# block 1

File: src/rtl/mariam_cnt_pkg.sv
// Shared constants for the mariam up/down counter family.
// Optional feature macro used by the counter: MARIAM_CNT_PRESCALE_EN.
package mariam_cnt_pkg;

  // Direction encoding on up_down
  localparam logic DIR_UP    = 1'b0;
  localparam logic DIR_DOWN  = 1'b1;

  // Boundary behaviour encoding on sat_mode
  localparam logic MODE_WRAP = 1'b0;
  localparam logic MODE_SAT  = 1'b1;

  // Legal configuration ranges
  localparam int CNT_WIDTH_MIN = 2;
  localparam int CNT_WIDTH_MAX = 16;
  localparam int PRESCALE_MIN  = 2;
  localparam int PRESCALE_MAX  = 256;

endpackage

File: src/rtl/mariam_cnt_prescaler.sv
// Enabled-cycle prescaler: step_ok fires on the enabled cycle that closes
// each group of PRESCALE enabled cycles. Only built with MARIAM_CNT_PRESCALE_EN.
module mariam_cnt_prescaler #(
  parameter int PRESCALE = 4
) (
  input  logic clk,
  input  logic reset_n,
  input  logic en,
  input  logic clr,
  output logic step_ok
);

  localparam int            PW   = $clog2(PRESCALE);
  localparam logic [PW-1:0] LAST = PW'(PRESCALE - 1);
  localparam logic [PW-1:0] ONE  = PW'(1);

  logic [PW-1:0] r_ps;

  // Phase counter: clear wins, holds while disabled, rolls over at LAST
  always_ff @(posedge clk or negedge reset_n) begin
    if (!reset_n)      r_ps <= '0;
    else if (clr)      r_ps <= '0;
    else if (en)       r_ps <= (r_ps == LAST) ? '0 : r_ps + ONE;
  end

  assign step_ok = en & (r_ps == LAST);

endmodule

File: src/rtl/mariam_mod_updown_counter.sv
// Programmable-modulus up/down counter with wrap/saturate, load, tc pulse
// and sticky overflow. Optional prescaler under MARIAM_CNT_PRESCALE_EN.
module mariam_mod_updown_counter
  import mariam_cnt_pkg::*;
#(
  parameter int WIDTH    = 8,
  parameter int PRESCALE = 4
) (
  input  logic             clk,
  input  logic             reset_n,
  input  logic             en,
  input  logic             up_down,
  input  logic             sat_mode,
  input  logic             load,
  input  logic [WIDTH-1:0] load_val,
  input  logic [WIDTH-1:0] limit,
  input  logic             ovf_clr,
  output logic [WIDTH-1:0] counter,
  output logic             tc,
  output logic             ovf,
  output logic [WIDTH-1:0] io_oeb
);

  localparam logic [WIDTH-1:0] ONE = WIDTH'(1);

  // Reject out-of-range configurations at elaboration
  if (WIDTH < CNT_WIDTH_MIN || WIDTH > CNT_WIDTH_MAX) begin : g_bad_width
    $error("mariam_mod_updown_counter: WIDTH out of range");
  end
  if (PRESCALE < PRESCALE_MIN || PRESCALE > PRESCALE_MAX) begin : g_bad_prescale
    $error("mariam_mod_updown_counter: PRESCALE out of range");
  end

  logic [WIDTH-1:0] r_cnt;
  logic             r_tc;
  logic             r_ovf;
  logic [WIDTH-1:0] w_nxt;
  logic [WIDTH-1:0] w_load_clip;
  logic             w_bnd;
  logic             w_step_ok;
  logic             w_step;

`ifdef MARIAM_CNT_PRESCALE_EN
  mariam_cnt_prescaler #(
    .PRESCALE (PRESCALE)
  ) u_ps (
    .clk      (clk),
    .reset_n  (reset_n),
    .en       (en),
    .clr      (load),
    .step_ok  (w_step_ok)
  );
`else
  assign w_step_ok = 1'b1;
`endif

  // Load wins over step; a step needs enable and prescaler terminal
  assign w_step      = en & ~load & w_step_ok;
  assign w_load_clip = (load_val > limit) ? limit : load_val;

  // Next count for a step, flagging boundary events (>= covers a lowered limit)
  always_comb begin
    w_nxt = r_cnt;
    w_bnd = 1'b0;
    if (up_down == DIR_UP) begin
      if (r_cnt >= limit) begin
        w_bnd = 1'b1;
        w_nxt = (sat_mode == MODE_SAT) ? limit : '0;
      end else begin
        w_nxt = r_cnt + ONE;
      end
    end else begin
      if (r_cnt == '0) begin
        w_bnd = 1'b1;
        w_nxt = (sat_mode == MODE_SAT) ? '0 : limit;
      end else begin
        w_nxt = r_cnt - ONE;
      end
    end
  end

  // Count register and one-cycle terminal-count pulse
  always_ff @(posedge clk or negedge reset_n) begin
    if (!reset_n) begin
      r_cnt <= '0;
      r_tc  <= 1'b0;
    end else if (load) begin
      r_cnt <= w_load_clip;
      r_tc  <= 1'b0;
    end else if (w_step) begin
      r_cnt <= w_nxt;
      r_tc  <= w_bnd;
    end else begin
      r_tc  <= 1'b0;
    end
  end

  // Sticky overflow: a boundary event beats a same-cycle clear
  always_ff @(posedge clk or negedge reset_n) begin
    if (!reset_n)            r_ovf <= 1'b0;
    else if (w_step & w_bnd) r_ovf <= 1'b1;
    else if (ovf_clr)        r_ovf <= 1'b0;
  end

  assign counter = r_cnt;
  assign tc      = r_tc;
  assign ovf     = r_ovf;
  assign io_oeb  = '0;

endmodule

File: config.mk
export PLATFORM = sky130hd
export DESIGN_NAME = mariam_mod_updown_counter
export DESIGN_NICKNAME = d
export VERILOG_FILES = /design/src/rtl/mariam_cnt_pkg.sv /design/src/rtl/mariam_cnt_prescaler.sv /design/src/rtl/mariam_mod_updown_counter.sv
export SDC_FILE = /design/constraint.sdc
export NUM_CORES = 1
export LEC_CHECK = 0
export CAP_MARGIN = 20
export CORE_MARGIN = 1
export CORE_UTILIZATION = 50
export CTS_BUF_LIST = sky130_fd_sc_hd__clkbuf_4
export DETAILED_ROUTE_END_ITERATION = 10
export HOLD_SLACK_MARGIN = 0.08
export PLACE_DENSITY_LB_ADDON = 0.05
export RECOVER_POWER = 25
export SLEW_MARGIN = 20
export SYNTH_ARGS = -nofsm -noshare
export SYNTH_HDL_FRONTEND = slang
export SYNTH_SLANG_ARGS = --single-unit
File: constraint.sdc
create_clock -name clk -period 6.55 [get_ports clk]
set_input_delay 0.655 -clock clk [delete_from_list [all_inputs] [get_ports clk]]
set_output_delay 0.655 -clock clk [all_outputs]
set_load 0.03 [all_outputs]
# block 2

File: src/rtl/map_mem_arbiter_if.sv
// ---------------------------------------------------------------------------
// map_mem_arbiter_if
// Bundles the two requester ports and the map_mem lookup bus of the
// sprite-pattern arbiter.
//   Port A (display row fetch):  a_req, a_select[5:0], a_y[3:0] -> a_ack,
//                                a_pix_valid, a_pix_x[3:0], a_pix[1:0], a_done
//   Port B (single pixel fetch): b_req, b_select[5:0], b_x[3:0], b_y[3:0]
//                                -> b_ack, b_valid, b_pix[1:0]
//   map_mem bus:                 mem_select[5:0], mem_x[3:0], mem_y[3:0]
//                                -> mem_out[1:0] (one cycle later)
// Modports: slave = arbiter side, master = requester/memory side.
// ---------------------------------------------------------------------------
interface map_mem_arbiter_if;
  logic       a_req;
  logic [5:0] a_select;
  logic [3:0] a_y;
  logic       a_ack;
  logic       a_pix_valid;
  logic [3:0] a_pix_x;
  logic [1:0] a_pix;
  logic       a_done;
  logic       b_req;
  logic [5:0] b_select;
  logic [3:0] b_x;
  logic [3:0] b_y;
  logic       b_ack;
  logic       b_valid;
  logic [1:0] b_pix;
  logic [5:0] mem_select;
  logic [3:0] mem_x;
  logic [3:0] mem_y;
  logic [1:0] mem_out;

  modport slave (
    input  a_req, a_select, a_y, b_req, b_select, b_x, b_y, mem_out,
    output a_ack, a_pix_valid, a_pix_x, a_pix, a_done,
    output b_ack, b_valid, b_pix, mem_select, mem_x, mem_y
  );

  modport master (
    output a_req, a_select, a_y, b_req, b_select, b_x, b_y, mem_out,
    input  a_ack, a_pix_valid, a_pix_x, a_pix, a_done,
    input  b_ack, b_valid, b_pix, mem_select, mem_x, mem_y
  );
endinterface

File: src/rtl/map_mem_arbiter.sv
// ---------------------------------------------------------------------------
// map_mem_arbiter
// Shares the map_mem sprite-pattern lookup between the display requester
// (port A, 16-pixel rows) and the game-logic requester (port B, single
// pixels). Fixed priority to A with a starvation limit for B; one address
// issued per cycle; returned pixels are routed back by a 2-stage tag pipe.
//   i_clock : system clock, rising edge
//   i_reset : synchronous active-high reset
//   bus     : map_mem_arbiter_if.slave (requester ports + map_mem bus)
// Parameter MAX_WAIT (1..15): A grants tolerated while B waits.
// ---------------------------------------------------------------------------
module map_mem_arbiter #(
  parameter int MAX_WAIT = 2
) (
  input  logic              i_clock,
  input  logic              i_reset,
  map_mem_arbiter_if.slave  bus
);

  localparam logic [3:0] STARVE_MAX = 4'(MAX_WAIT);

  typedef enum logic [1:0] {
    IDLE     = 2'd0,
    BURST_A  = 2'd1,
    SINGLE_B = 2'd2
  } state_t;

  state_t     r_state, w_state_nxt;
  logic [3:0] r_cnt, w_cnt_nxt;        // column currently on mem_x during a burst
  logic [3:0] r_starve, w_starve_nxt;
  logic       w_grant_a, w_grant_b;

  // next issue (loaded into the address register and tag stage 1 together)
  logic       w_issue, w_issue_b, w_issue_last;
  logic [5:0] w_issue_sel;
  logic [3:0] w_issue_x, w_issue_y;

  // address registers double as the latched request
  logic [5:0] r_mem_select;
  logic [3:0] r_mem_x, r_mem_y;

  // stage 1 aligns with the address, stage 2 with mem_out
  logic       r_s1_valid, r_s1_b, r_s1_last;
  logic [3:0] r_s1_x;
  logic       r_s2_valid, r_s2_b, r_s2_last;
  logic [3:0] r_s2_x;

  logic       r_a_pix_valid, r_a_done, r_b_valid;
  logic [3:0] r_a_pix_x;
  logic [1:0] r_a_pix, r_b_pix;

  logic       w_s2_a, w_s2_b;

  // grant decision, burst sequencing and next-issue selection
  always_comb begin
    w_state_nxt  = r_state;
    w_cnt_nxt    = r_cnt;
    w_starve_nxt = r_starve;
    w_grant_a    = 1'b0;
    w_grant_b    = 1'b0;
    w_issue      = 1'b0;
    w_issue_b    = 1'b0;
    w_issue_last = 1'b0;
    w_issue_sel  = r_mem_select;
    w_issue_x    = 4'd0;
    w_issue_y    = r_mem_y;
    case (r_state)
      IDLE: begin
        if (bus.a_req && !(bus.b_req && (r_starve == STARVE_MAX))) begin
          w_grant_a   = 1'b1;
          w_issue     = 1'b1;
          w_issue_sel = bus.a_select;
          w_issue_y   = bus.a_y;
          w_cnt_nxt   = 4'd0;
          w_state_nxt = BURST_A;
          // starve != MAX here whenever b_req is high, so +1 saturates naturally
          if (bus.b_req) begin
            w_starve_nxt = r_starve + 4'd1;
          end else begin
            w_starve_nxt = r_starve;
          end
        end else if (bus.b_req) begin
          w_grant_b    = 1'b1;
          w_issue      = 1'b1;
          w_issue_b    = 1'b1;
          w_issue_sel  = bus.b_select;
          w_issue_x    = bus.b_x;
          w_issue_y    = bus.b_y;
          w_starve_nxt = 4'd0;
          w_state_nxt  = SINGLE_B;
        end else begin
          w_state_nxt = IDLE;
        end
      end
      BURST_A: begin
        if (r_cnt == 4'd15) begin
          w_state_nxt = IDLE;
        end else begin
          w_issue      = 1'b1;
          w_issue_x    = r_cnt + 4'd1;
          w_issue_last = (r_cnt == 4'd14);
          w_cnt_nxt    = r_cnt + 4'd1;
        end
      end
      SINGLE_B: begin
        w_state_nxt = IDLE;
      end
      default: begin
        w_state_nxt = IDLE;
      end
    endcase
  end

  assign w_s2_a = r_s2_valid & ~r_s2_b;
  assign w_s2_b = r_s2_valid &  r_s2_b;

  // state, address, tag pipeline and output registers
  always_ff @(posedge i_clock) begin
    if (i_reset) begin
      r_state       <= IDLE;
      r_cnt         <= 4'd0;
      r_starve      <= 4'd0;
      r_mem_select  <= 6'd0;
      r_mem_x       <= 4'd0;
      r_mem_y       <= 4'd0;
      r_s1_valid    <= 1'b0;
      r_s1_b        <= 1'b0;
      r_s1_last     <= 1'b0;
      r_s1_x        <= 4'd0;
      r_s2_valid    <= 1'b0;
      r_s2_b        <= 1'b0;
      r_s2_last     <= 1'b0;
      r_s2_x        <= 4'd0;
      r_a_pix_valid <= 1'b0;
      r_a_pix_x     <= 4'd0;
      r_a_pix       <= 2'd0;
      r_a_done      <= 1'b0;
      r_b_valid     <= 1'b0;
      r_b_pix       <= 2'd0;
    end else begin
      r_state  <= w_state_nxt;
      r_cnt    <= w_cnt_nxt;
      r_starve <= w_starve_nxt;
      if (w_issue) begin
        r_mem_select <= w_issue_sel;
        r_mem_x      <= w_issue_x;
        r_mem_y      <= w_issue_y;
      end
      r_s1_valid    <= w_issue;
      r_s1_b        <= w_issue_b;
      r_s1_last     <= w_issue_last;
      r_s1_x        <= w_issue_x;
      r_s2_valid    <= r_s1_valid;
      r_s2_b        <= r_s1_b;
      r_s2_last     <= r_s1_last;
      r_s2_x        <= r_s1_x;
      r_a_pix_valid <= w_s2_a;
      r_a_pix_x     <= w_s2_a ? r_s2_x : 4'd0;
      r_a_pix       <= w_s2_a ? bus.mem_out : 2'd0;
      r_a_done      <= w_s2_a & r_s2_last;
      r_b_valid     <= w_s2_b;
      r_b_pix       <= w_s2_b ? bus.mem_out : 2'd0;
    end
  end

  // acks are suppressed while reset is held so nothing is lost into a reset
  assign bus.a_ack       = w_grant_a & ~i_reset;
  assign bus.b_ack       = w_grant_b & ~i_reset;
  assign bus.mem_select  = r_mem_select;
  assign bus.mem_x       = r_mem_x;
  assign bus.mem_y       = r_mem_y;
  assign bus.a_pix_valid = r_a_pix_valid;
  assign bus.a_pix_x     = r_a_pix_x;
  assign bus.a_pix       = r_a_pix;
  assign bus.a_done      = r_a_done;
  assign bus.b_valid     = r_b_valid;
  assign bus.b_pix       = r_b_pix;

endmodule
File: src/flat_wrapper.sv
// flat-port wrapper written by rule: the top's interface ports become plain ports
module map_mem_arbiter_flat 
#(
  parameter int MAX_WAIT = 2
)
  (i_clock, i_reset, bus_a_req, bus_a_select, bus_a_y, bus_b_req, bus_b_select, bus_b_x, bus_b_y, bus_mem_out, bus_a_ack, bus_a_pix_valid, bus_a_pix_x, bus_a_pix, bus_a_done, bus_b_ack, bus_b_valid, bus_b_pix, bus_mem_select, bus_mem_x, bus_mem_y);
  map_mem_arbiter_if bus_i ();
  input  logic i_clock;
  input  logic i_reset;
  input wire logic [$bits(bus_i.a_req)-1:0] bus_a_req;
  input wire logic [$bits(bus_i.a_select)-1:0] bus_a_select;
  input wire logic [$bits(bus_i.a_y)-1:0] bus_a_y;
  input wire logic [$bits(bus_i.b_req)-1:0] bus_b_req;
  input wire logic [$bits(bus_i.b_select)-1:0] bus_b_select;
  input wire logic [$bits(bus_i.b_x)-1:0] bus_b_x;
  input wire logic [$bits(bus_i.b_y)-1:0] bus_b_y;
  input wire logic [$bits(bus_i.mem_out)-1:0] bus_mem_out;
  output wire logic [$bits(bus_i.a_ack)-1:0] bus_a_ack;
  output wire logic [$bits(bus_i.a_pix_valid)-1:0] bus_a_pix_valid;
  output wire logic [$bits(bus_i.a_pix_x)-1:0] bus_a_pix_x;
  output wire logic [$bits(bus_i.a_pix)-1:0] bus_a_pix;
  output wire logic [$bits(bus_i.a_done)-1:0] bus_a_done;
  output wire logic [$bits(bus_i.b_ack)-1:0] bus_b_ack;
  output wire logic [$bits(bus_i.b_valid)-1:0] bus_b_valid;
  output wire logic [$bits(bus_i.b_pix)-1:0] bus_b_pix;
  output wire logic [$bits(bus_i.mem_select)-1:0] bus_mem_select;
  output wire logic [$bits(bus_i.mem_x)-1:0] bus_mem_x;
  output wire logic [$bits(bus_i.mem_y)-1:0] bus_mem_y;
  assign bus_i.a_req = bus_a_req;
  assign bus_i.a_select = bus_a_select;
  assign bus_i.a_y = bus_a_y;
  assign bus_i.b_req = bus_b_req;
  assign bus_i.b_select = bus_b_select;
  assign bus_i.b_x = bus_b_x;
  assign bus_i.b_y = bus_b_y;
  assign bus_i.mem_out = bus_mem_out;
  assign bus_a_ack = bus_i.a_ack;
  assign bus_a_pix_valid = bus_i.a_pix_valid;
  assign bus_a_pix_x = bus_i.a_pix_x;
  assign bus_a_pix = bus_i.a_pix;
  assign bus_a_done = bus_i.a_done;
  assign bus_b_ack = bus_i.b_ack;
  assign bus_b_valid = bus_i.b_valid;
  assign bus_b_pix = bus_i.b_pix;
  assign bus_mem_select = bus_i.mem_select;
  assign bus_mem_x = bus_i.mem_x;
  assign bus_mem_y = bus_i.mem_y;
  map_mem_arbiter #(.MAX_WAIT(MAX_WAIT)) u_core (.i_clock(i_clock), .i_reset(i_reset), .bus(bus_i));
endmodule
File: config.mk
export PLATFORM = sky130hd
export DESIGN_NAME = map_mem_arbiter_flat
export DESIGN_NICKNAME = d
export VERILOG_FILES = /design/src/rtl/map_mem_arbiter_if.sv /design/src/rtl/map_mem_arbiter.sv /design/src/flat_wrapper.sv
export SDC_FILE = /design/constraint.sdc
export NUM_CORES = 1
export LEC_CHECK = 0
export CAP_MARGIN = 0
export CORE_MARGIN = 2
export CORE_UTILIZATION = 41
export DETAILED_ROUTE_END_ITERATION = 8
export PLACE_DENSITY = 0.76
export SLEW_MARGIN = 20
export SYNTH_ARGS = -nofsm -noshare
export SYNTH_HDL_FRONTEND = slang
export SYNTH_SLANG_ARGS = --single-unit
File: constraint.sdc
create_clock -name i_clock -period 1.7 [get_ports i_clock]
set_input_delay 0.255 -clock i_clock [delete_from_list [all_inputs] [get_ports i_clock]]
set_output_delay 0.255 -clock i_clock [all_outputs]
set_load 0.03 [all_outputs]
# block 3

### src/rtl/traffic_ctrl_timed.sv
// Two-road traffic-light controller with timed green/yellow/all-red phases and XNOR LFSR sensors.
// Optional pedestrian request feature enabled by defining TRAFFIC_PED_REQ_EN.
module traffic_ctrl_timed #(
  parameter int unsigned       LFSR_W     = 8,
  parameter logic [LFSR_W-1:0] LFSR_TAPS  = 8'hB8,
  parameter logic [LFSR_W-1:0] SEED_A     = 8'h5A,
  parameter logic [LFSR_W-1:0] SEED_B     = 8'hA5,
  parameter int unsigned       GREEN_MIN  = 4,
  parameter int unsigned       GREEN_MAX  = 12,
  parameter int unsigned       YELLOW_CYC = 2,
  parameter int unsigned       ALLRED_CYC = 1
) (
  input  logic       clk,
  input  logic       rst,
  input  logic       ext_sense_en,
  input  logic       sense_a,
  input  logic       sense_b,
  input  logic       hold,
`ifdef TRAFFIC_PED_REQ_EN
  input  logic       ped_req,
  output logic       walk,
`endif
  output logic       RA,
  output logic       YA,
  output logic       GA,
  output logic       RB,
  output logic       YB,
  output logic       GB,
  output logic [2:0] state_o
);

  localparam int unsigned TMR_W = $clog2(GREEN_MAX + 1);

  typedef enum logic [2:0] {
    GRN_A = 3'd0,
    YEL_A = 3'd1,
    CLR_A = 3'd2,
    GRN_B = 3'd3,
    YEL_B = 3'd4,
    CLR_B = 3'd5
  } state_t;

  state_t             r_state;
  state_t             w_nxt;
  logic               w_exit;
  logic [TMR_W-1:0]   r_timer;
  logic [5:0]         r_lamps;
  logic [LFSR_W-1:0]  r_lfsr_a;
  logic [LFSR_W-1:0]  r_lfsr_b;
  logic               w_ta;
  logic               w_tb;
  logic               w_ped;

  // Lamp order: {RA, YA, GA, RB, YB, GB}
  function automatic logic [5:0] lamp_dec(input state_t s);
    case (s)
      GRN_A:   lamp_dec = 6'b001_100;
      YEL_A:   lamp_dec = 6'b010_100;
      GRN_B:   lamp_dec = 6'b100_001;
      YEL_B:   lamp_dec = 6'b100_010;
      default: lamp_dec = 6'b100_100;
    endcase
  endfunction

  assign w_ta = ext_sense_en ? sense_a : r_lfsr_a[0];
  assign w_tb = ext_sense_en ? sense_b : r_lfsr_b[0];

  // Free-running sensor LFSRs; they keep stepping while hold is asserted
  always_ff @(posedge clk) begin
    if (rst) begin
      r_lfsr_a <= SEED_A;
      r_lfsr_b <= SEED_B;
    end else begin
      r_lfsr_a <= {r_lfsr_a[LFSR_W-2:0], ~^(r_lfsr_a & LFSR_TAPS)};
      r_lfsr_b <= {r_lfsr_b[LFSR_W-2:0], ~^(r_lfsr_b & LFSR_TAPS)};
    end
  end

  // Phase exit condition and successor state
  always_comb begin
    w_exit = 1'b0;
    w_nxt  = GRN_A;
    case (r_state)
      GRN_A: begin
        w_exit = ((r_timer >= TMR_W'(GREEN_MIN - 1)) && (!w_ta || w_ped)) ||
                 (r_timer == TMR_W'(GREEN_MAX - 1));
        w_nxt  = YEL_A;
      end
      YEL_A: begin
        w_exit = (r_timer == TMR_W'(YELLOW_CYC - 1));
        w_nxt  = (ALLRED_CYC == 0) ? GRN_B : CLR_A;
      end
      CLR_A: begin
        w_exit = (r_timer == TMR_W'(ALLRED_CYC - 1));
        w_nxt  = GRN_B;
      end
      GRN_B: begin
        w_exit = ((r_timer >= TMR_W'(GREEN_MIN - 1)) && (!w_tb || w_ped)) ||
                 (r_timer == TMR_W'(GREEN_MAX - 1));
        w_nxt  = YEL_B;
      end
      YEL_B: begin
        w_exit = (r_timer == TMR_W'(YELLOW_CYC - 1));
        w_nxt  = (ALLRED_CYC == 0) ? GRN_A : CLR_B;
      end
      CLR_B: begin
        w_exit = (r_timer == TMR_W'(ALLRED_CYC - 1));
        w_nxt  = GRN_A;
      end
      default: begin
        w_exit = 1'b1;
        w_nxt  = GRN_A;
      end
    endcase
  end

  // State, phase timer and Moore lamp registers
  always_ff @(posedge clk) begin
    if (rst) begin
      r_state <= GRN_A;
      r_timer <= '0;
      r_lamps <= 6'b001_100;
    end else if (!hold) begin
      if (w_exit) begin
        r_state <= w_nxt;
        r_timer <= '0;
        r_lamps <= lamp_dec(w_nxt);
      end else if (r_timer != TMR_W'(GREEN_MAX)) begin
        r_timer <= r_timer + TMR_W'(1);
      end
    end
  end

`ifdef TRAFFIC_PED_REQ_EN
  logic r_ped_pend;
  logic r_walk;
  logic w_enter_clr;

  if (ALLRED_CYC == 0) begin : g_ped_needs_allred
    $error("TRAFFIC_PED_REQ_EN requires ALLRED_CYC >= 1");
  end

  assign w_enter_clr = !hold && w_exit && ((w_nxt == CLR_A) || (w_nxt == CLR_B));
  assign w_ped       = r_ped_pend;
  assign walk        = r_walk;

  // A request landing on the clearing edge re-arms the pending flag
  always_ff @(posedge clk) begin
    if (rst) begin
      r_ped_pend <= 1'b0;
      r_walk     <= 1'b0;
    end else begin
      if (ped_req) begin
        r_ped_pend <= 1'b1;
      end else if (w_enter_clr) begin
        r_ped_pend <= 1'b0;
      end
      if (!hold && w_exit) begin
        r_walk <= w_enter_clr && r_ped_pend;
      end
    end
  end
`else
  assign w_ped = 1'b0;
`endif

  assign {RA, YA, GA, RB, YB, GB} = r_lamps;
  assign state_o = r_state;

endmodule
### config.mk
export PLATFORM = sky130hd
export DESIGN_NAME = traffic_ctrl_timed
export DESIGN_NICKNAME = d
export VERILOG_FILES = /design/src/rtl/traffic_ctrl_timed.sv
export SDC_FILE = /design/constraint.sdc
export NUM_CORES = 1
export LEC_CHECK = 0
export CORE_MARGIN = 2
export CORE_UTILIZATION = 45
export DETAILED_ROUTE_END_ITERATION = 7
export GPL_TIMING_DRIVEN = 0
export HOLD_SLACK_MARGIN = 0.08
export PLACE_DENSITY = 0.65
export REMOVE_ABC_BUFFERS = 1
export SYNTH_ARGS = -nofsm -noshare
export SYNTH_HDL_FRONTEND = slang
export SYNTH_SLANG_ARGS = --single-unit
### constraint.sdc
create_clock -name clk -period 3.8 [get_ports clk]
set_input_delay 0.57 -clock clk [delete_from_list [all_inputs] [get_ports clk]]
set_output_delay 0.57 -clock clk [all_outputs]
set_load 0.01 [all_outputs]
# block 4

==> src/rtl/instr_fetch_stage.sv <==
// ---------------------------------------------------------------------------
// instr_fetch_stage
//
// Fetch stage sitting directly upstream of the stall control unit. It owns
// the program counter, issues reads to program memory and captures the
// returned words into the instruction register (IR). The top opcode field
// of IR is exported as op_dec so stall control can decode hazards early.
//
// Program memory has a fixed one-cycle read latency: the word for the
// address issued while pm_en is high shows up on pm_data in the following
// cycle. Because a stall can arrive after a word has been issued, a
// one-entry skid buffer catches that in-flight word so it is never lost.
//
// Ports:
//   clk            rising-edge clock
//   reset          asynchronous, active-high reset
//   stall          hold IR, block new fetch issue
//   stall_pm       force a NOP bubble into IR
//   redirect_en    jump/branch taken this cycle
//   redirect_addr  jump/branch target word address
//   pm_addr        program-memory word address (the PC)
//   pm_en          program-memory read strobe
//   pm_data        program-memory read data, valid the cycle after pm_en
//   instr_out      IR contents
//   pc_out         address of the instruction currently held in IR
//   instr_valid    IR holds a real instruction rather than a bubble
//   op_dec         IR opcode field for stall control
//   instr_count    saturating count of delivered instructions
// ---------------------------------------------------------------------------
module instr_fetch_stage #(
  parameter int              PC_W     = 10,
  parameter int              INSTR_W  = 32,
  parameter logic [PC_W-1:0] RESET_PC = '0
) (
  input  logic               clk,
  input  logic               reset,
  input  logic               stall,
  input  logic               stall_pm,
  input  logic               redirect_en,
  input  logic [PC_W-1:0]    redirect_addr,
  output logic [PC_W-1:0]    pm_addr,
  output logic               pm_en,
  input  logic [INSTR_W-1:0] pm_data,
  output logic [INSTR_W-1:0] instr_out,
  output logic [PC_W-1:0]    pc_out,
  output logic               instr_valid,
  output logic [5:0]         op_dec,
  output logic [15:0]        instr_count
);

  localparam logic [15:0] COUNT_MAX = 16'hFFFF;

  // Architectural and pipeline state
  logic [PC_W-1:0]    pc_q;
  logic               pend_q;
  logic [PC_W-1:0]    pend_pc_q;
  logic [INSTR_W-1:0] ir_q;
  logic [PC_W-1:0]    pc_out_q;
  logic               valid_q;
  logic [INSTR_W-1:0] skid_q;
  logic [PC_W-1:0]    skid_pc_q;
  logic               skid_valid_q;
  logic [15:0]        count_q;

  // Next-state values
  logic [PC_W-1:0]    pc_d;
  logic [INSTR_W-1:0] ir_d;
  logic [PC_W-1:0]    pc_out_d;
  logic               valid_d;
  logic [INSTR_W-1:0] skid_d;
  logic [PC_W-1:0]    skid_pc_d;
  logic               skid_valid_d;
  logic               deliver;

  // A new fetch may only issue when nothing blocks it. Holding off while the
  // skid buffer is occupied guarantees at most one word is ever in flight,
  // so a single skid entry can never overflow. A taken redirect suppresses
  // issue because the current PC is on the wrong path.
  assign pm_en   = ~reset & ~stall & ~skid_valid_q & ~redirect_en;
  assign pm_addr = pc_q;

  // PC: a redirect always wins, otherwise advance only when a fetch issues.
  // The increment wraps naturally at the PC width.
  always_comb begin
    pc_d = pc_q;
    if (redirect_en) begin
      pc_d = redirect_addr;
    end else if (pm_en) begin
      pc_d = pc_q + PC_W'(1);
    end
  end

  // IR / skid steering. The priority order matters:
  //   redirect  - flush IR and drop both the skid entry and any word in
  //               flight, since they all belong to the wrong path.
  //   stall_pm  - insert a bubble; an arriving word is parked in skid.
  //   stall     - freeze IR; an arriving word is parked in skid.
  //   skid      - drain the parked word first so program order is kept.
  //   pend      - take the word arriving from program memory.
  //   otherwise - nothing to deliver, so present a bubble.
  // pc_out is left unchanged whenever IR does not receive a real word.
  always_comb begin
    ir_d         = ir_q;
    pc_out_d     = pc_out_q;
    valid_d      = valid_q;
    skid_d       = skid_q;
    skid_pc_d    = skid_pc_q;
    skid_valid_d = skid_valid_q;
    deliver      = 1'b0;

    if (redirect_en) begin
      ir_d         = '0;
      valid_d      = 1'b0;
      skid_valid_d = 1'b0;
    end else if (stall_pm || stall) begin
      if (stall_pm) begin
        ir_d    = '0;
        valid_d = 1'b0;
      end
      if (pend_q) begin
        skid_d       = pm_data;
        skid_pc_d    = pend_pc_q;
        skid_valid_d = 1'b1;
      end
    end else if (skid_valid_q) begin
      ir_d         = skid_q;
      pc_out_d     = skid_pc_q;
      valid_d      = 1'b1;
      skid_valid_d = 1'b0;
      deliver      = 1'b1;
    end else if (pend_q) begin
      ir_d     = pm_data;
      pc_out_d = pend_pc_q;
      valid_d  = 1'b1;
      deliver  = 1'b1;
    end else begin
      ir_d    = '0;
      valid_d = 1'b0;
    end
  end

  // State registers. Everything clears immediately on reset so the first
  // fetch can issue in the first cycle after reset drops.
  always_ff @(posedge clk or posedge reset) begin
    if (reset) begin
      pc_q         <= RESET_PC;
      pend_q       <= 1'b0;
      pend_pc_q    <= '0;
      ir_q         <= '0;
      pc_out_q     <= '0;
      valid_q      <= 1'b0;
      skid_q       <= '0;
      skid_pc_q    <= '0;
      skid_valid_q <= 1'b0;
      count_q      <= '0;
    end else begin
      pc_q         <= pc_d;
      pend_q       <= pm_en;
      pend_pc_q    <= pc_q;
      ir_q         <= ir_d;
      pc_out_q     <= pc_out_d;
      valid_q      <= valid_d;
      skid_q       <= skid_d;
      skid_pc_q    <= skid_pc_d;
      skid_valid_q <= skid_valid_d;
      if (deliver && (count_q != COUNT_MAX)) begin
        count_q <= count_q + 16'd1;
      end
    end
  end

  assign instr_out   = ir_q;
  assign pc_out      = pc_out_q;
  assign instr_valid = valid_q;
  assign instr_count = count_q;

  // The opcode is gated with reset so stall control sees a clean zero
  // during reset regardless of the register timing.
  assign op_dec = reset ? 6'd0 : ir_q[INSTR_W-1 -: 6];

endmodule

==> config.mk <==
export PLATFORM = sky130hd
export DESIGN_NAME = instr_fetch_stage
export DESIGN_NICKNAME = d
export VERILOG_FILES = /design/src/rtl/instr_fetch_stage.sv
export SDC_FILE = /design/constraint.sdc
export NUM_CORES = 1
export LEC_CHECK = 0
export CAP_MARGIN = 0
export CORE_UTILIZATION = 54
export DETAILED_ROUTE_END_ITERATION = 10
export HOLD_SLACK_MARGIN = 0.1
export PLACE_DENSITY = 0.82
export SYNTH_ARGS = -nofsm -noshare
export SYNTH_HDL_FRONTEND = slang
export SYNTH_SLANG_ARGS = --single-unit
==> constraint.sdc <==
create_clock -name clk -period 9.3 [get_ports clk]
set_input_delay 0.93 -clock clk [delete_from_list [all_inputs] [get_ports clk]]
set_output_delay 0.93 -clock clk [all_outputs]
set_load 0.01 [all_outputs]
**Block 3: met3 routing**

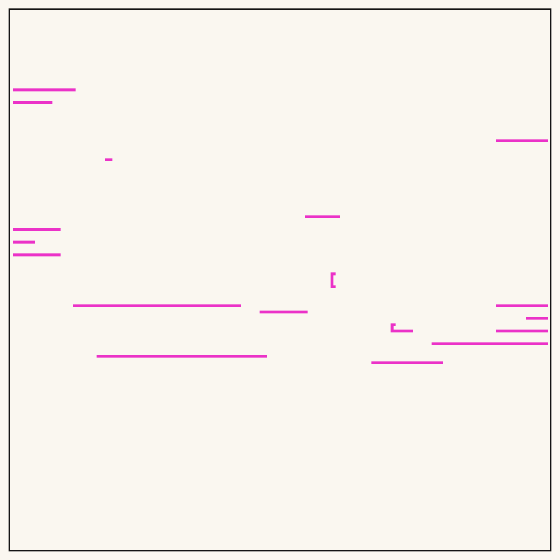
share of all routed wire = 4.7%
nets with wire on the layer = 14
main direction = horizontal
longest straight run = 17.9 µm
total number of vias: 990
GR Layer Usage met3: 4.91%
Routed Wire Length: 2310 µm

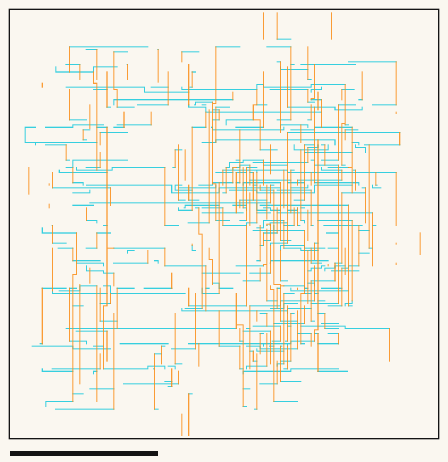
**Above:** block 3 (signal wires by layer).
Bar = 20 µm. Two of the layers only.
cyan -> M1  # wire length 1,100 µm
orange -> M2  # wire length 1,050 µm
total track usage: 16.0%
drt wl/cell: 12.8 µm

==> metrics.csv, block 3 <==
stage,metric,value,unit
timing,slew_violations,0,
outcome,status,completed,
routing,drtIter0Drc,20,
routing,viasPerCell,5.47,
logic_synthesis,ys_cells,135,
clock_network,cts.sinks,29,
timing,tightest_slew,1090,ps
power_and_ir_drop,pg_clk,175,µW
worst_setup_path,r2r_setup_slack,1640,ps
layout,area_growth,15.4,%
global_routing,grt.busiest_layer,met2,
timing,timing.hold.ws,417,ps
timing,rsz0062_at_grt,false,
worst_setup_path,worstSetupPathType,in2reg,
routing,highest_layer,met4,
routing,wl_met3,108,µm
die,core_area,2760,µm²
place,dp_slack,1150,ps
timing,hold_violations,0,
worst_setup_path,critPathCaptureType,flip-flop,
logic_synthesis,common_cells,"dfxtp_1 (29), nor2b_1 (10), nor2_1 (9)",
worst_setup_path,r2r_cells,6,
power_and_ir_drop,leakage,0.591,nW
die,die_h,57.9,µm
clock_network,cts.repair.resized,0,
logic_synthesis,syn_inst,135,
job,warning_count,27,
layout,nNetsFinal,158,
[block 3: cell families (layout without fill, tap and decap cells)]
kind of cell	after synthesis	count (layout)	share of synthesized area, %
AND-OR/OR-AND	17	17	10.9
buffers and inverters	11	26	3.36
AND/OR/NAND/NOR	59	59	26.5
adder cells (fa/ha/maj)	3	3	2.88
multiplexers	10	10	7.86
flip-flops	29	29	44.5
XOR/XNOR	6	6	4.03
[block 3: worst max-delay path: cells and delay by family]
kind,cells,cell delay [ps]
buf+inv,1,970
simple gates,1,860
mux,1,140
[block 3: placed cells by master (no fill, tap or decap), types with 3 or more instances in the layout]
master,n
clkbuf_4,5
clkdlybuf4s50_1,14
dfxtp_1,29
ha_1,3
inv_1,4
mux2i_1,8
nand2_1,5
nand2b_1,8
nor2_1,9
nor2b_1,10
nor3_1,3
or2_2,8
or3_1,3
xnor2_1,4
[block 3: final cells by class]
class | instances | area (µm²)
fillers | 264 | 1250
multi-input cells | 95 | 681
flip-flops and latches | 29 | 581
repair buffers | 14 | 140
clock buffers | 6 | 41.3
well taps | 31 | 38.8
inverters | 4 | 15.0
clock inverters | 2 | 10.0
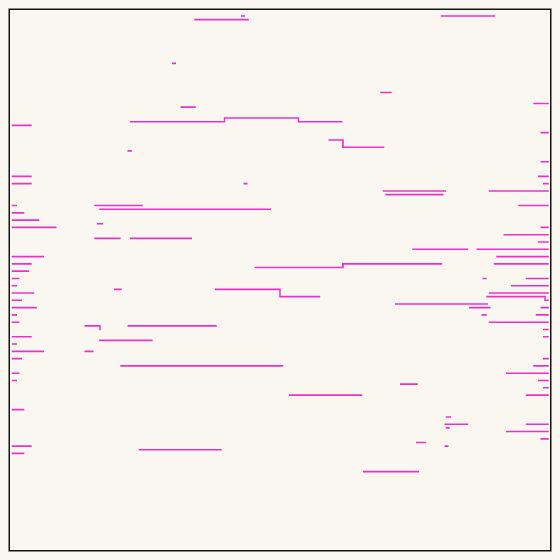
**Above:** block 4 (met3 routing).
share of all routed wire = 4.9%
wire length on this layer = 574 µm
longest straight run = 31.7 µm
main direction = horizontal
GR Layer Usage met3: 6.38%
Routed Wire Length: 11,700 µm
total number of vias: 4,088

==> metrics.csv, block 4 <==
stage,metric,value,unit
place,placed_area,6580,µm²
layout,logic_area,2060,µm²
hold_path,worstHoldEndpoint,pend_pc_q[9]$_DFF_PP0_,
logic_synthesis,avgSynthCellArea,10.4,µm²
logic_synthesis,ys_sh_adder,0.475,%
global_routing,grt.busiest_layer,met2,
logic_synthesis,syn_inst,504,
clock_network,clock_latency,510,ps
die,die_area,10100,µm²
timing,fin_crit,3840,ps
worst_setup_path,worst-path-stages,3,
layout,utilization,76.4,%
layout,num-nonclk-inverters,3,
outcome,status,completed,
power_and_ir_drop,p_sw,375,µW
[block 4: per-stage QoR]
step / setup WS, ps / total power, mW
global route: 5350 / 1.52
finish: 5460 / 1.46
global placement: 5570 / 0.856
detailed placement: 5470 / 0.870
floorplan: 4900 / 0.766
CTS: 5470 / 1.47
[block 4: power groups by stage]
stage	clock network, mW	logic, mW	registers (mW)
after floorplan	0	0.0975	0.668
after global placement	0	0.191	0.665
after detailed placement	0	0.199	0.671
after CTS	0.609	0.200	0.662
after global routing	0.635	0.217	0.672
final	0.602	0.198	0.663
[block 4: layout by cell type, fill, tap and decap left out, drive strengths merged]
master	n
mux2	44
nor3	10
nor2	38
and2	1
clkbuf	18
nor2b	6
mux2i	11
nor4	9
xnor2	7
clkinvlp	7
or4	1
nand3	6
nor4b	1
xor2	15
o21ai	51
or4b	1
nand4	7
or3	1
nand2	94
dfrtp	123
bufinv	1
and3	2
clkdlybuf4s50	122
a41oi	1
or2	1
a21oi	35
nor3b	2
ha	2
buf	5
inv	4
clkinv	5
[block 4: worst register-to-register path, delay by kind of cell, from the launching register on]
kind,cells,cell delay (ps)
mux,1,350
flops,1,360
simple gates,3,1110
buf+inv,1,630
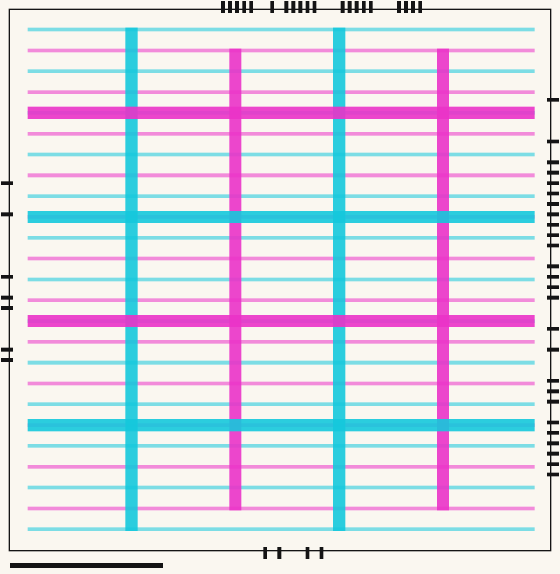
**Above:** block 2 (supply network).
Bar = 20 µm. Pins as bars on the die edge.
cyan -> VSS
magenta -> VDD
signal pins = 57
rows = 24
Peak VDD IR: 0.334 mV
core footprint: 4320 µm²
Die X: 70.6 µm
die height: 70.6 µm

==> metrics.csv, block 2 <==
stage,metric,value,unit
layout,buffers,79,
routing,highest_layer,met4,
timing,hold_violations,0,
power_and_ir_drop,power_leader,registers,
global_routing,grt_overflow_total,0,
layout,seq_cells,49,
layout,num-nonclk-inverters,3,
place,dp.cells,304,
worst_setup_path,r2r_cells,6,
timing,tns,-3.62,ps
hold_path,hold_depth,1,
worst_setup_path,critPathRequiredTime,1440,ps
global_routing,grt.busiest_layer,met2,
routing,wirelength_met1,1800,µm
worst_setup_path,worstPathArrival,1450,ps
outcome,status,finished with violations,
die,tapCellCount,52,
layout,logic_gate_count,124,
outcome,violations,setup timing,
power_and_ir_drop,internal-power,1.77,mW
timing,finalClockPeriodUsage,100,%
clock_network,cts_buffer_depth,2,
timing,tightest_slew,348,ps
routing,dr.pass1.iters,4,
logic_synthesis,area_leaders,"dfxtp_1 (54%), nand2_1 (5.4%), a311oi_1 (4.8%)",
routing,wl_met3,237,µm
logic_synthesis,ys_cells,187,
logic_synthesis,most_common_cell,dfxtp_1,
worst_setup_path,crit_path_start_kind,flip-flop,
worst_setup_path,crit_buf_inv,2,
die,fp_util,42.0,%
power_and_ir_drop,fin_total_pwr,2.48,mW
timing,worst_slack,-3.62,ps
routing,wl_per_cell,12.5,µm
timing,relSlewSlack,76.7,%
layout,seqCellArea,990,µm²
logic_synthesis,async_flop_share,0,%
global_routing,grtUsageMet2,26.6,%
timing,setup_viol,1,
logic_synthesis,common_cells,"dfxtp_1 (49), nand2_1 (26), nor2_1 (17)",
layout,seq_area_share,36.2,%
==> block 2: state kept, by name (all words and copies together), names as in the netlist, 4 cells and up <==
register               flops
u_core.bus.mem_select      6
u_core.r_s2_x              4
u_core.bus.mem_x           4
u_core.r_cnt               4
u_core.bus.a_pix_x         4
u_core.bus.mem_y           4
u_core.r_s1_x              4
u_core.r_starve            4
==> block 2: cell families after synthesis <==
| family | synth area share (%) |
|---|---|
| and+or+nand+nor | 23.0 |
| muxes | 0.620 |
| xor gates and xnor gates | 0.964 |
| buffers and inverters | 4.27 |
| AOI/OAI and AO/OA | 14.4 |
| adders and majority gates | 2.75 |
| DFF | 54.0 |
==> block 2: cells in the final DEF, fill, tap and decap left out, types with 2 or more instances in the layout <==
cell              n
ha_1              3
o21ai_0           2
clkdlybuf4s50_1  53
inv_1             2
and3_1            2
buf_6             2
nor3_1            4
and2_1            9
a211oi_1          3
buf_12            2
or3_2             2
clkbuf_8          5
buf_4            21
dfxtp_1          46
nand2_1          24
nand3_1           5
nor2_1           15
a311oi_1          9
a22oi_1           2
a21oi_1           6
a21o_1            2
dfxtp_4           2
nor2b_1           8
a221oi_1          2
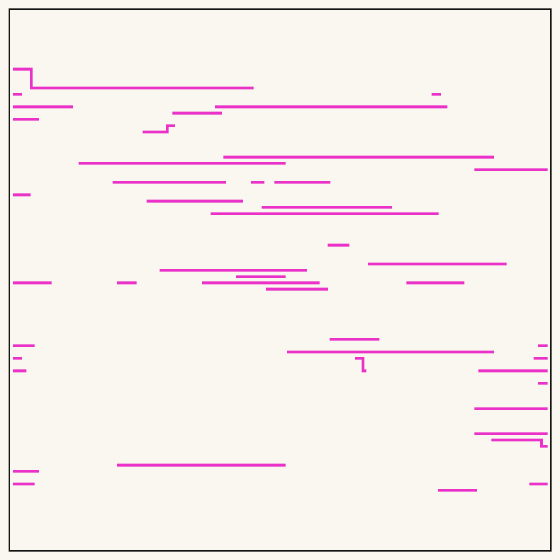
**Above:** block 1 (met3 routing).
main direction = horizontal
share of all routed wire = 8.1%
longest straight run = 29.0 µm
nets with wire on the layer = 35
wire length on this layer = 360 µm
GR Layer Usage met3: 4.84%
Routed Wire Length: 4440 µm
total number of vias: 1,587

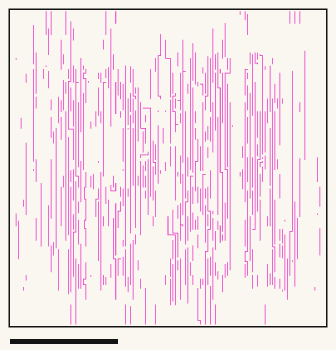
**Above:** block 1 (M2 wires).
Bar = 20 µm.
share of all routed wire = 48%
wire length on this layer = 2,150 µm
main direction = vertical
nets with wire on the layer = 226
longest straight run = 33.3 µm
met2 Track Usage GR: 48.1%

==> metrics.csv, block 1 <==
stage,metric,value,unit
logic_synthesis,top_cell_area_share,15.7,%
timing,fmax,328,MHz
timing,finalClockPeriodUsage,46.6,%
die,row_count,20,
layout,utilization,62.3,%
clock_network,clock_latency,270,ps
routing,wl_met3,360,µm
logic_synthesis,ys_sh_aoi,24.1,%
place,dp.cells,262,
die,io_pins,41,
worst_setup_path,r2r_setup_slack,3850,ps
power_and_ir_drop,fin_total_pwr,345,µW
timing,rsz0062_at_grt,false,
power_and_ir_drop,seq-power,95.9,µW
worst_setup_path,crit_fanout,7,
power_and_ir_drop,power_frac_seq,27.8,%
logic_synthesis,yosysWarningCount,0,
job,cap_violations,0,
worst_setup_path,critPathLaunch,limit[2],
power_and_ir_drop,leakage,0.847,nW
worst_setup_path,critPathRequiredTime,6710,ps
logic_synthesis,largest_area_cell,dfrtp_1,
worst_setup_path,critPathCaptureType,flip-flop,
clock_network,cts_hold_buffers,0,
worst_setup_path,reg2reg_from,counter[2]$_DFFE_PN0P_,
worst_setup_path,worstPathArrival,3210,ps
timing,timing.hold.ws,540,ps
clock_network,cts.sinks,10,
worst_setup_path,worstSetupPathType,in2reg,
timing,setup_viol,0,
logic_synthesis,avgSynthCellArea,7.96,µm²
power_and_ir_drop,power_frac_comb,58.5,%
layout,stdcell_count,266,
power_and_ir_drop,p_sw,162,µW
outcome,status,completed,
logic_synthesis,area_leaders,"dfrtp_1 (16%), ha_1 (15%), mux2i_1 (5.7%)",
layout,lay_top_count,clkdlybuf4s50_1,
layout,final_cell_area,1890,µm²
place,io_buffers,32,
hold_path,hold_depth,2,
hold_path,min_from,ovf$_DFFE_PN0P_,
logic_synthesis,ys_cells,200,
power_and_ir_drop,comb_power,202,µW
## block 1: how the worst max path moves through the flow
| stage | slack [ps] | to | depth (start not counted) |
|---|---|---|---|
| after global routing | 3390 | counter[4]$_DFFE_PN0P_ | 9 |
| final | 3500 | counter[4]$_DFFE_PN0P_ | 9 |
| after floorplan | 3980 | counter[7]$_DFFE_PN0P_ | 9 |
| after global placement | 3280 | counter[3]$_DFFE_PN0P_ | 9 |
| after detailed placement | 3230 | counter[4]$_DFFE_PN0P_ | 9 |
| after CTS | 3510 | counter[4]$_DFFE_PN0P_ | 9 |
## block 1: layout make-up
| type | count | area share [%] |
|---|---|---|
| clock buffers | 3 | 1.19 |
| flip-flops and latches | 10 | 13.3 |
| well taps | 44 | 2.92 |
| repair buffers | 32 | 17.0 |
| inverters | 15 | 2.98 |
| multi-input cells | 161 | 62.5 |
| clock inverters | 1 | 0.199 |
## block 1: sequential cells by signal, indices dropped and copies added (netlist names)
register,count
ovf,1
counter,8
tc,1
## block 1: critical path, stage by stage
cell	delay (ps)
clkdlybuf4s50_1	510
inv_1	90
ha_1	290
o211a_1	210
a211oi_1	310
a211o_1	200
nand2_1	230
a311o_1	430
a211o_1	300


==> notes/layouts.md <==
Pictures saved along the way, in no particular order.

Supply network.
Bar = 20 µm. Pins as bars on the die edge.
picture 1
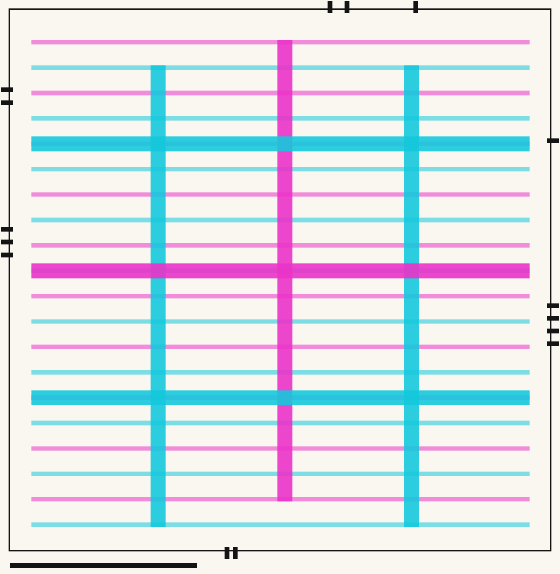
picture 2
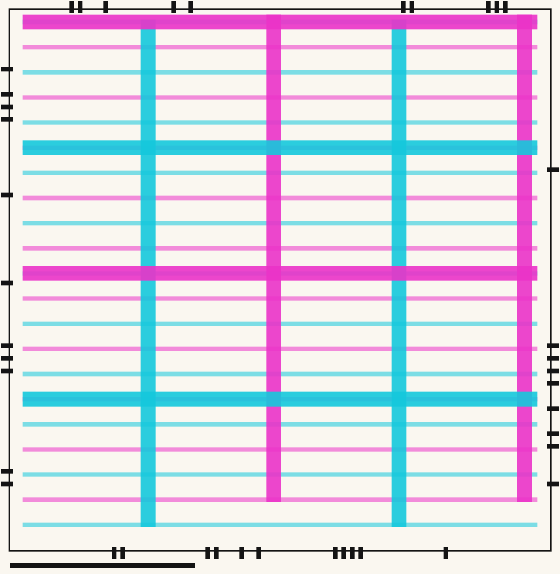
picture 3
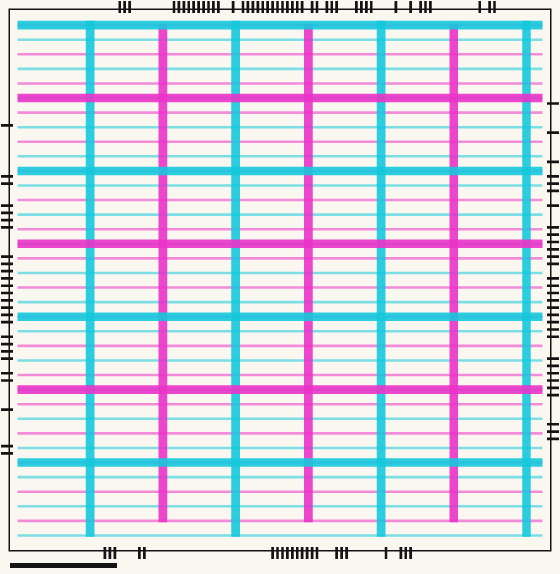
The one with the fewest pins is picture 1.
| picture | from |
|---|---|
| picture 1 | block 3 |
| picture 2 | block 1 |
| picture 3 | block 4 |

Key to picture 3:
cyan -> VSS
magenta -> VDD
met1 rails = 36
met4 straps = 7
rows = 35


==> layout pictures side by side <==
Signal wires by layer.
Bar = 20 µm. Two of the layers only.
image #1
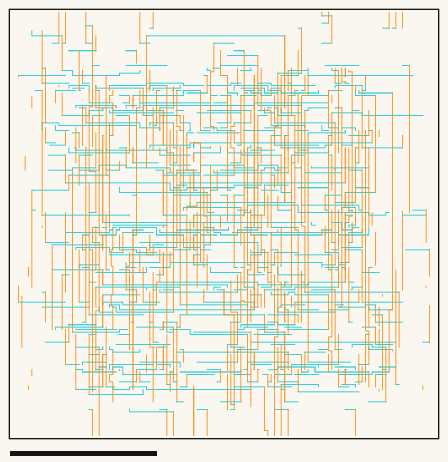
image #2
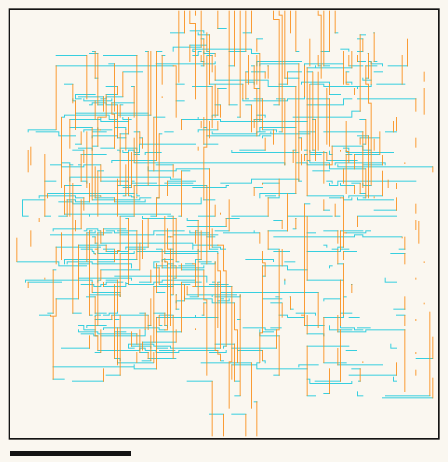
image #3
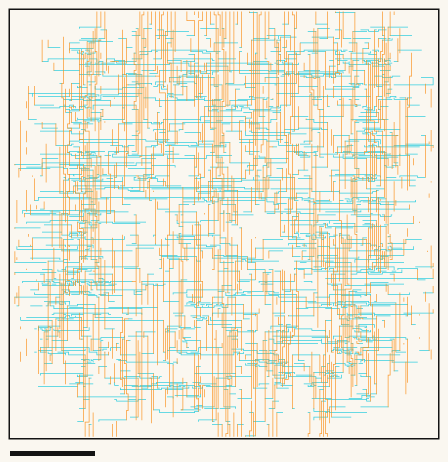
- image #2 = block 2
- image #1 = block 1
- image #3 = block 4
- largest die: image #3

Key to image #2:
cyan -> M1  # wire length 1,800 µm
orange -> M2  # wire length 1,820 µm

No activity file was given, so power comes from the tool's default toggle rates.
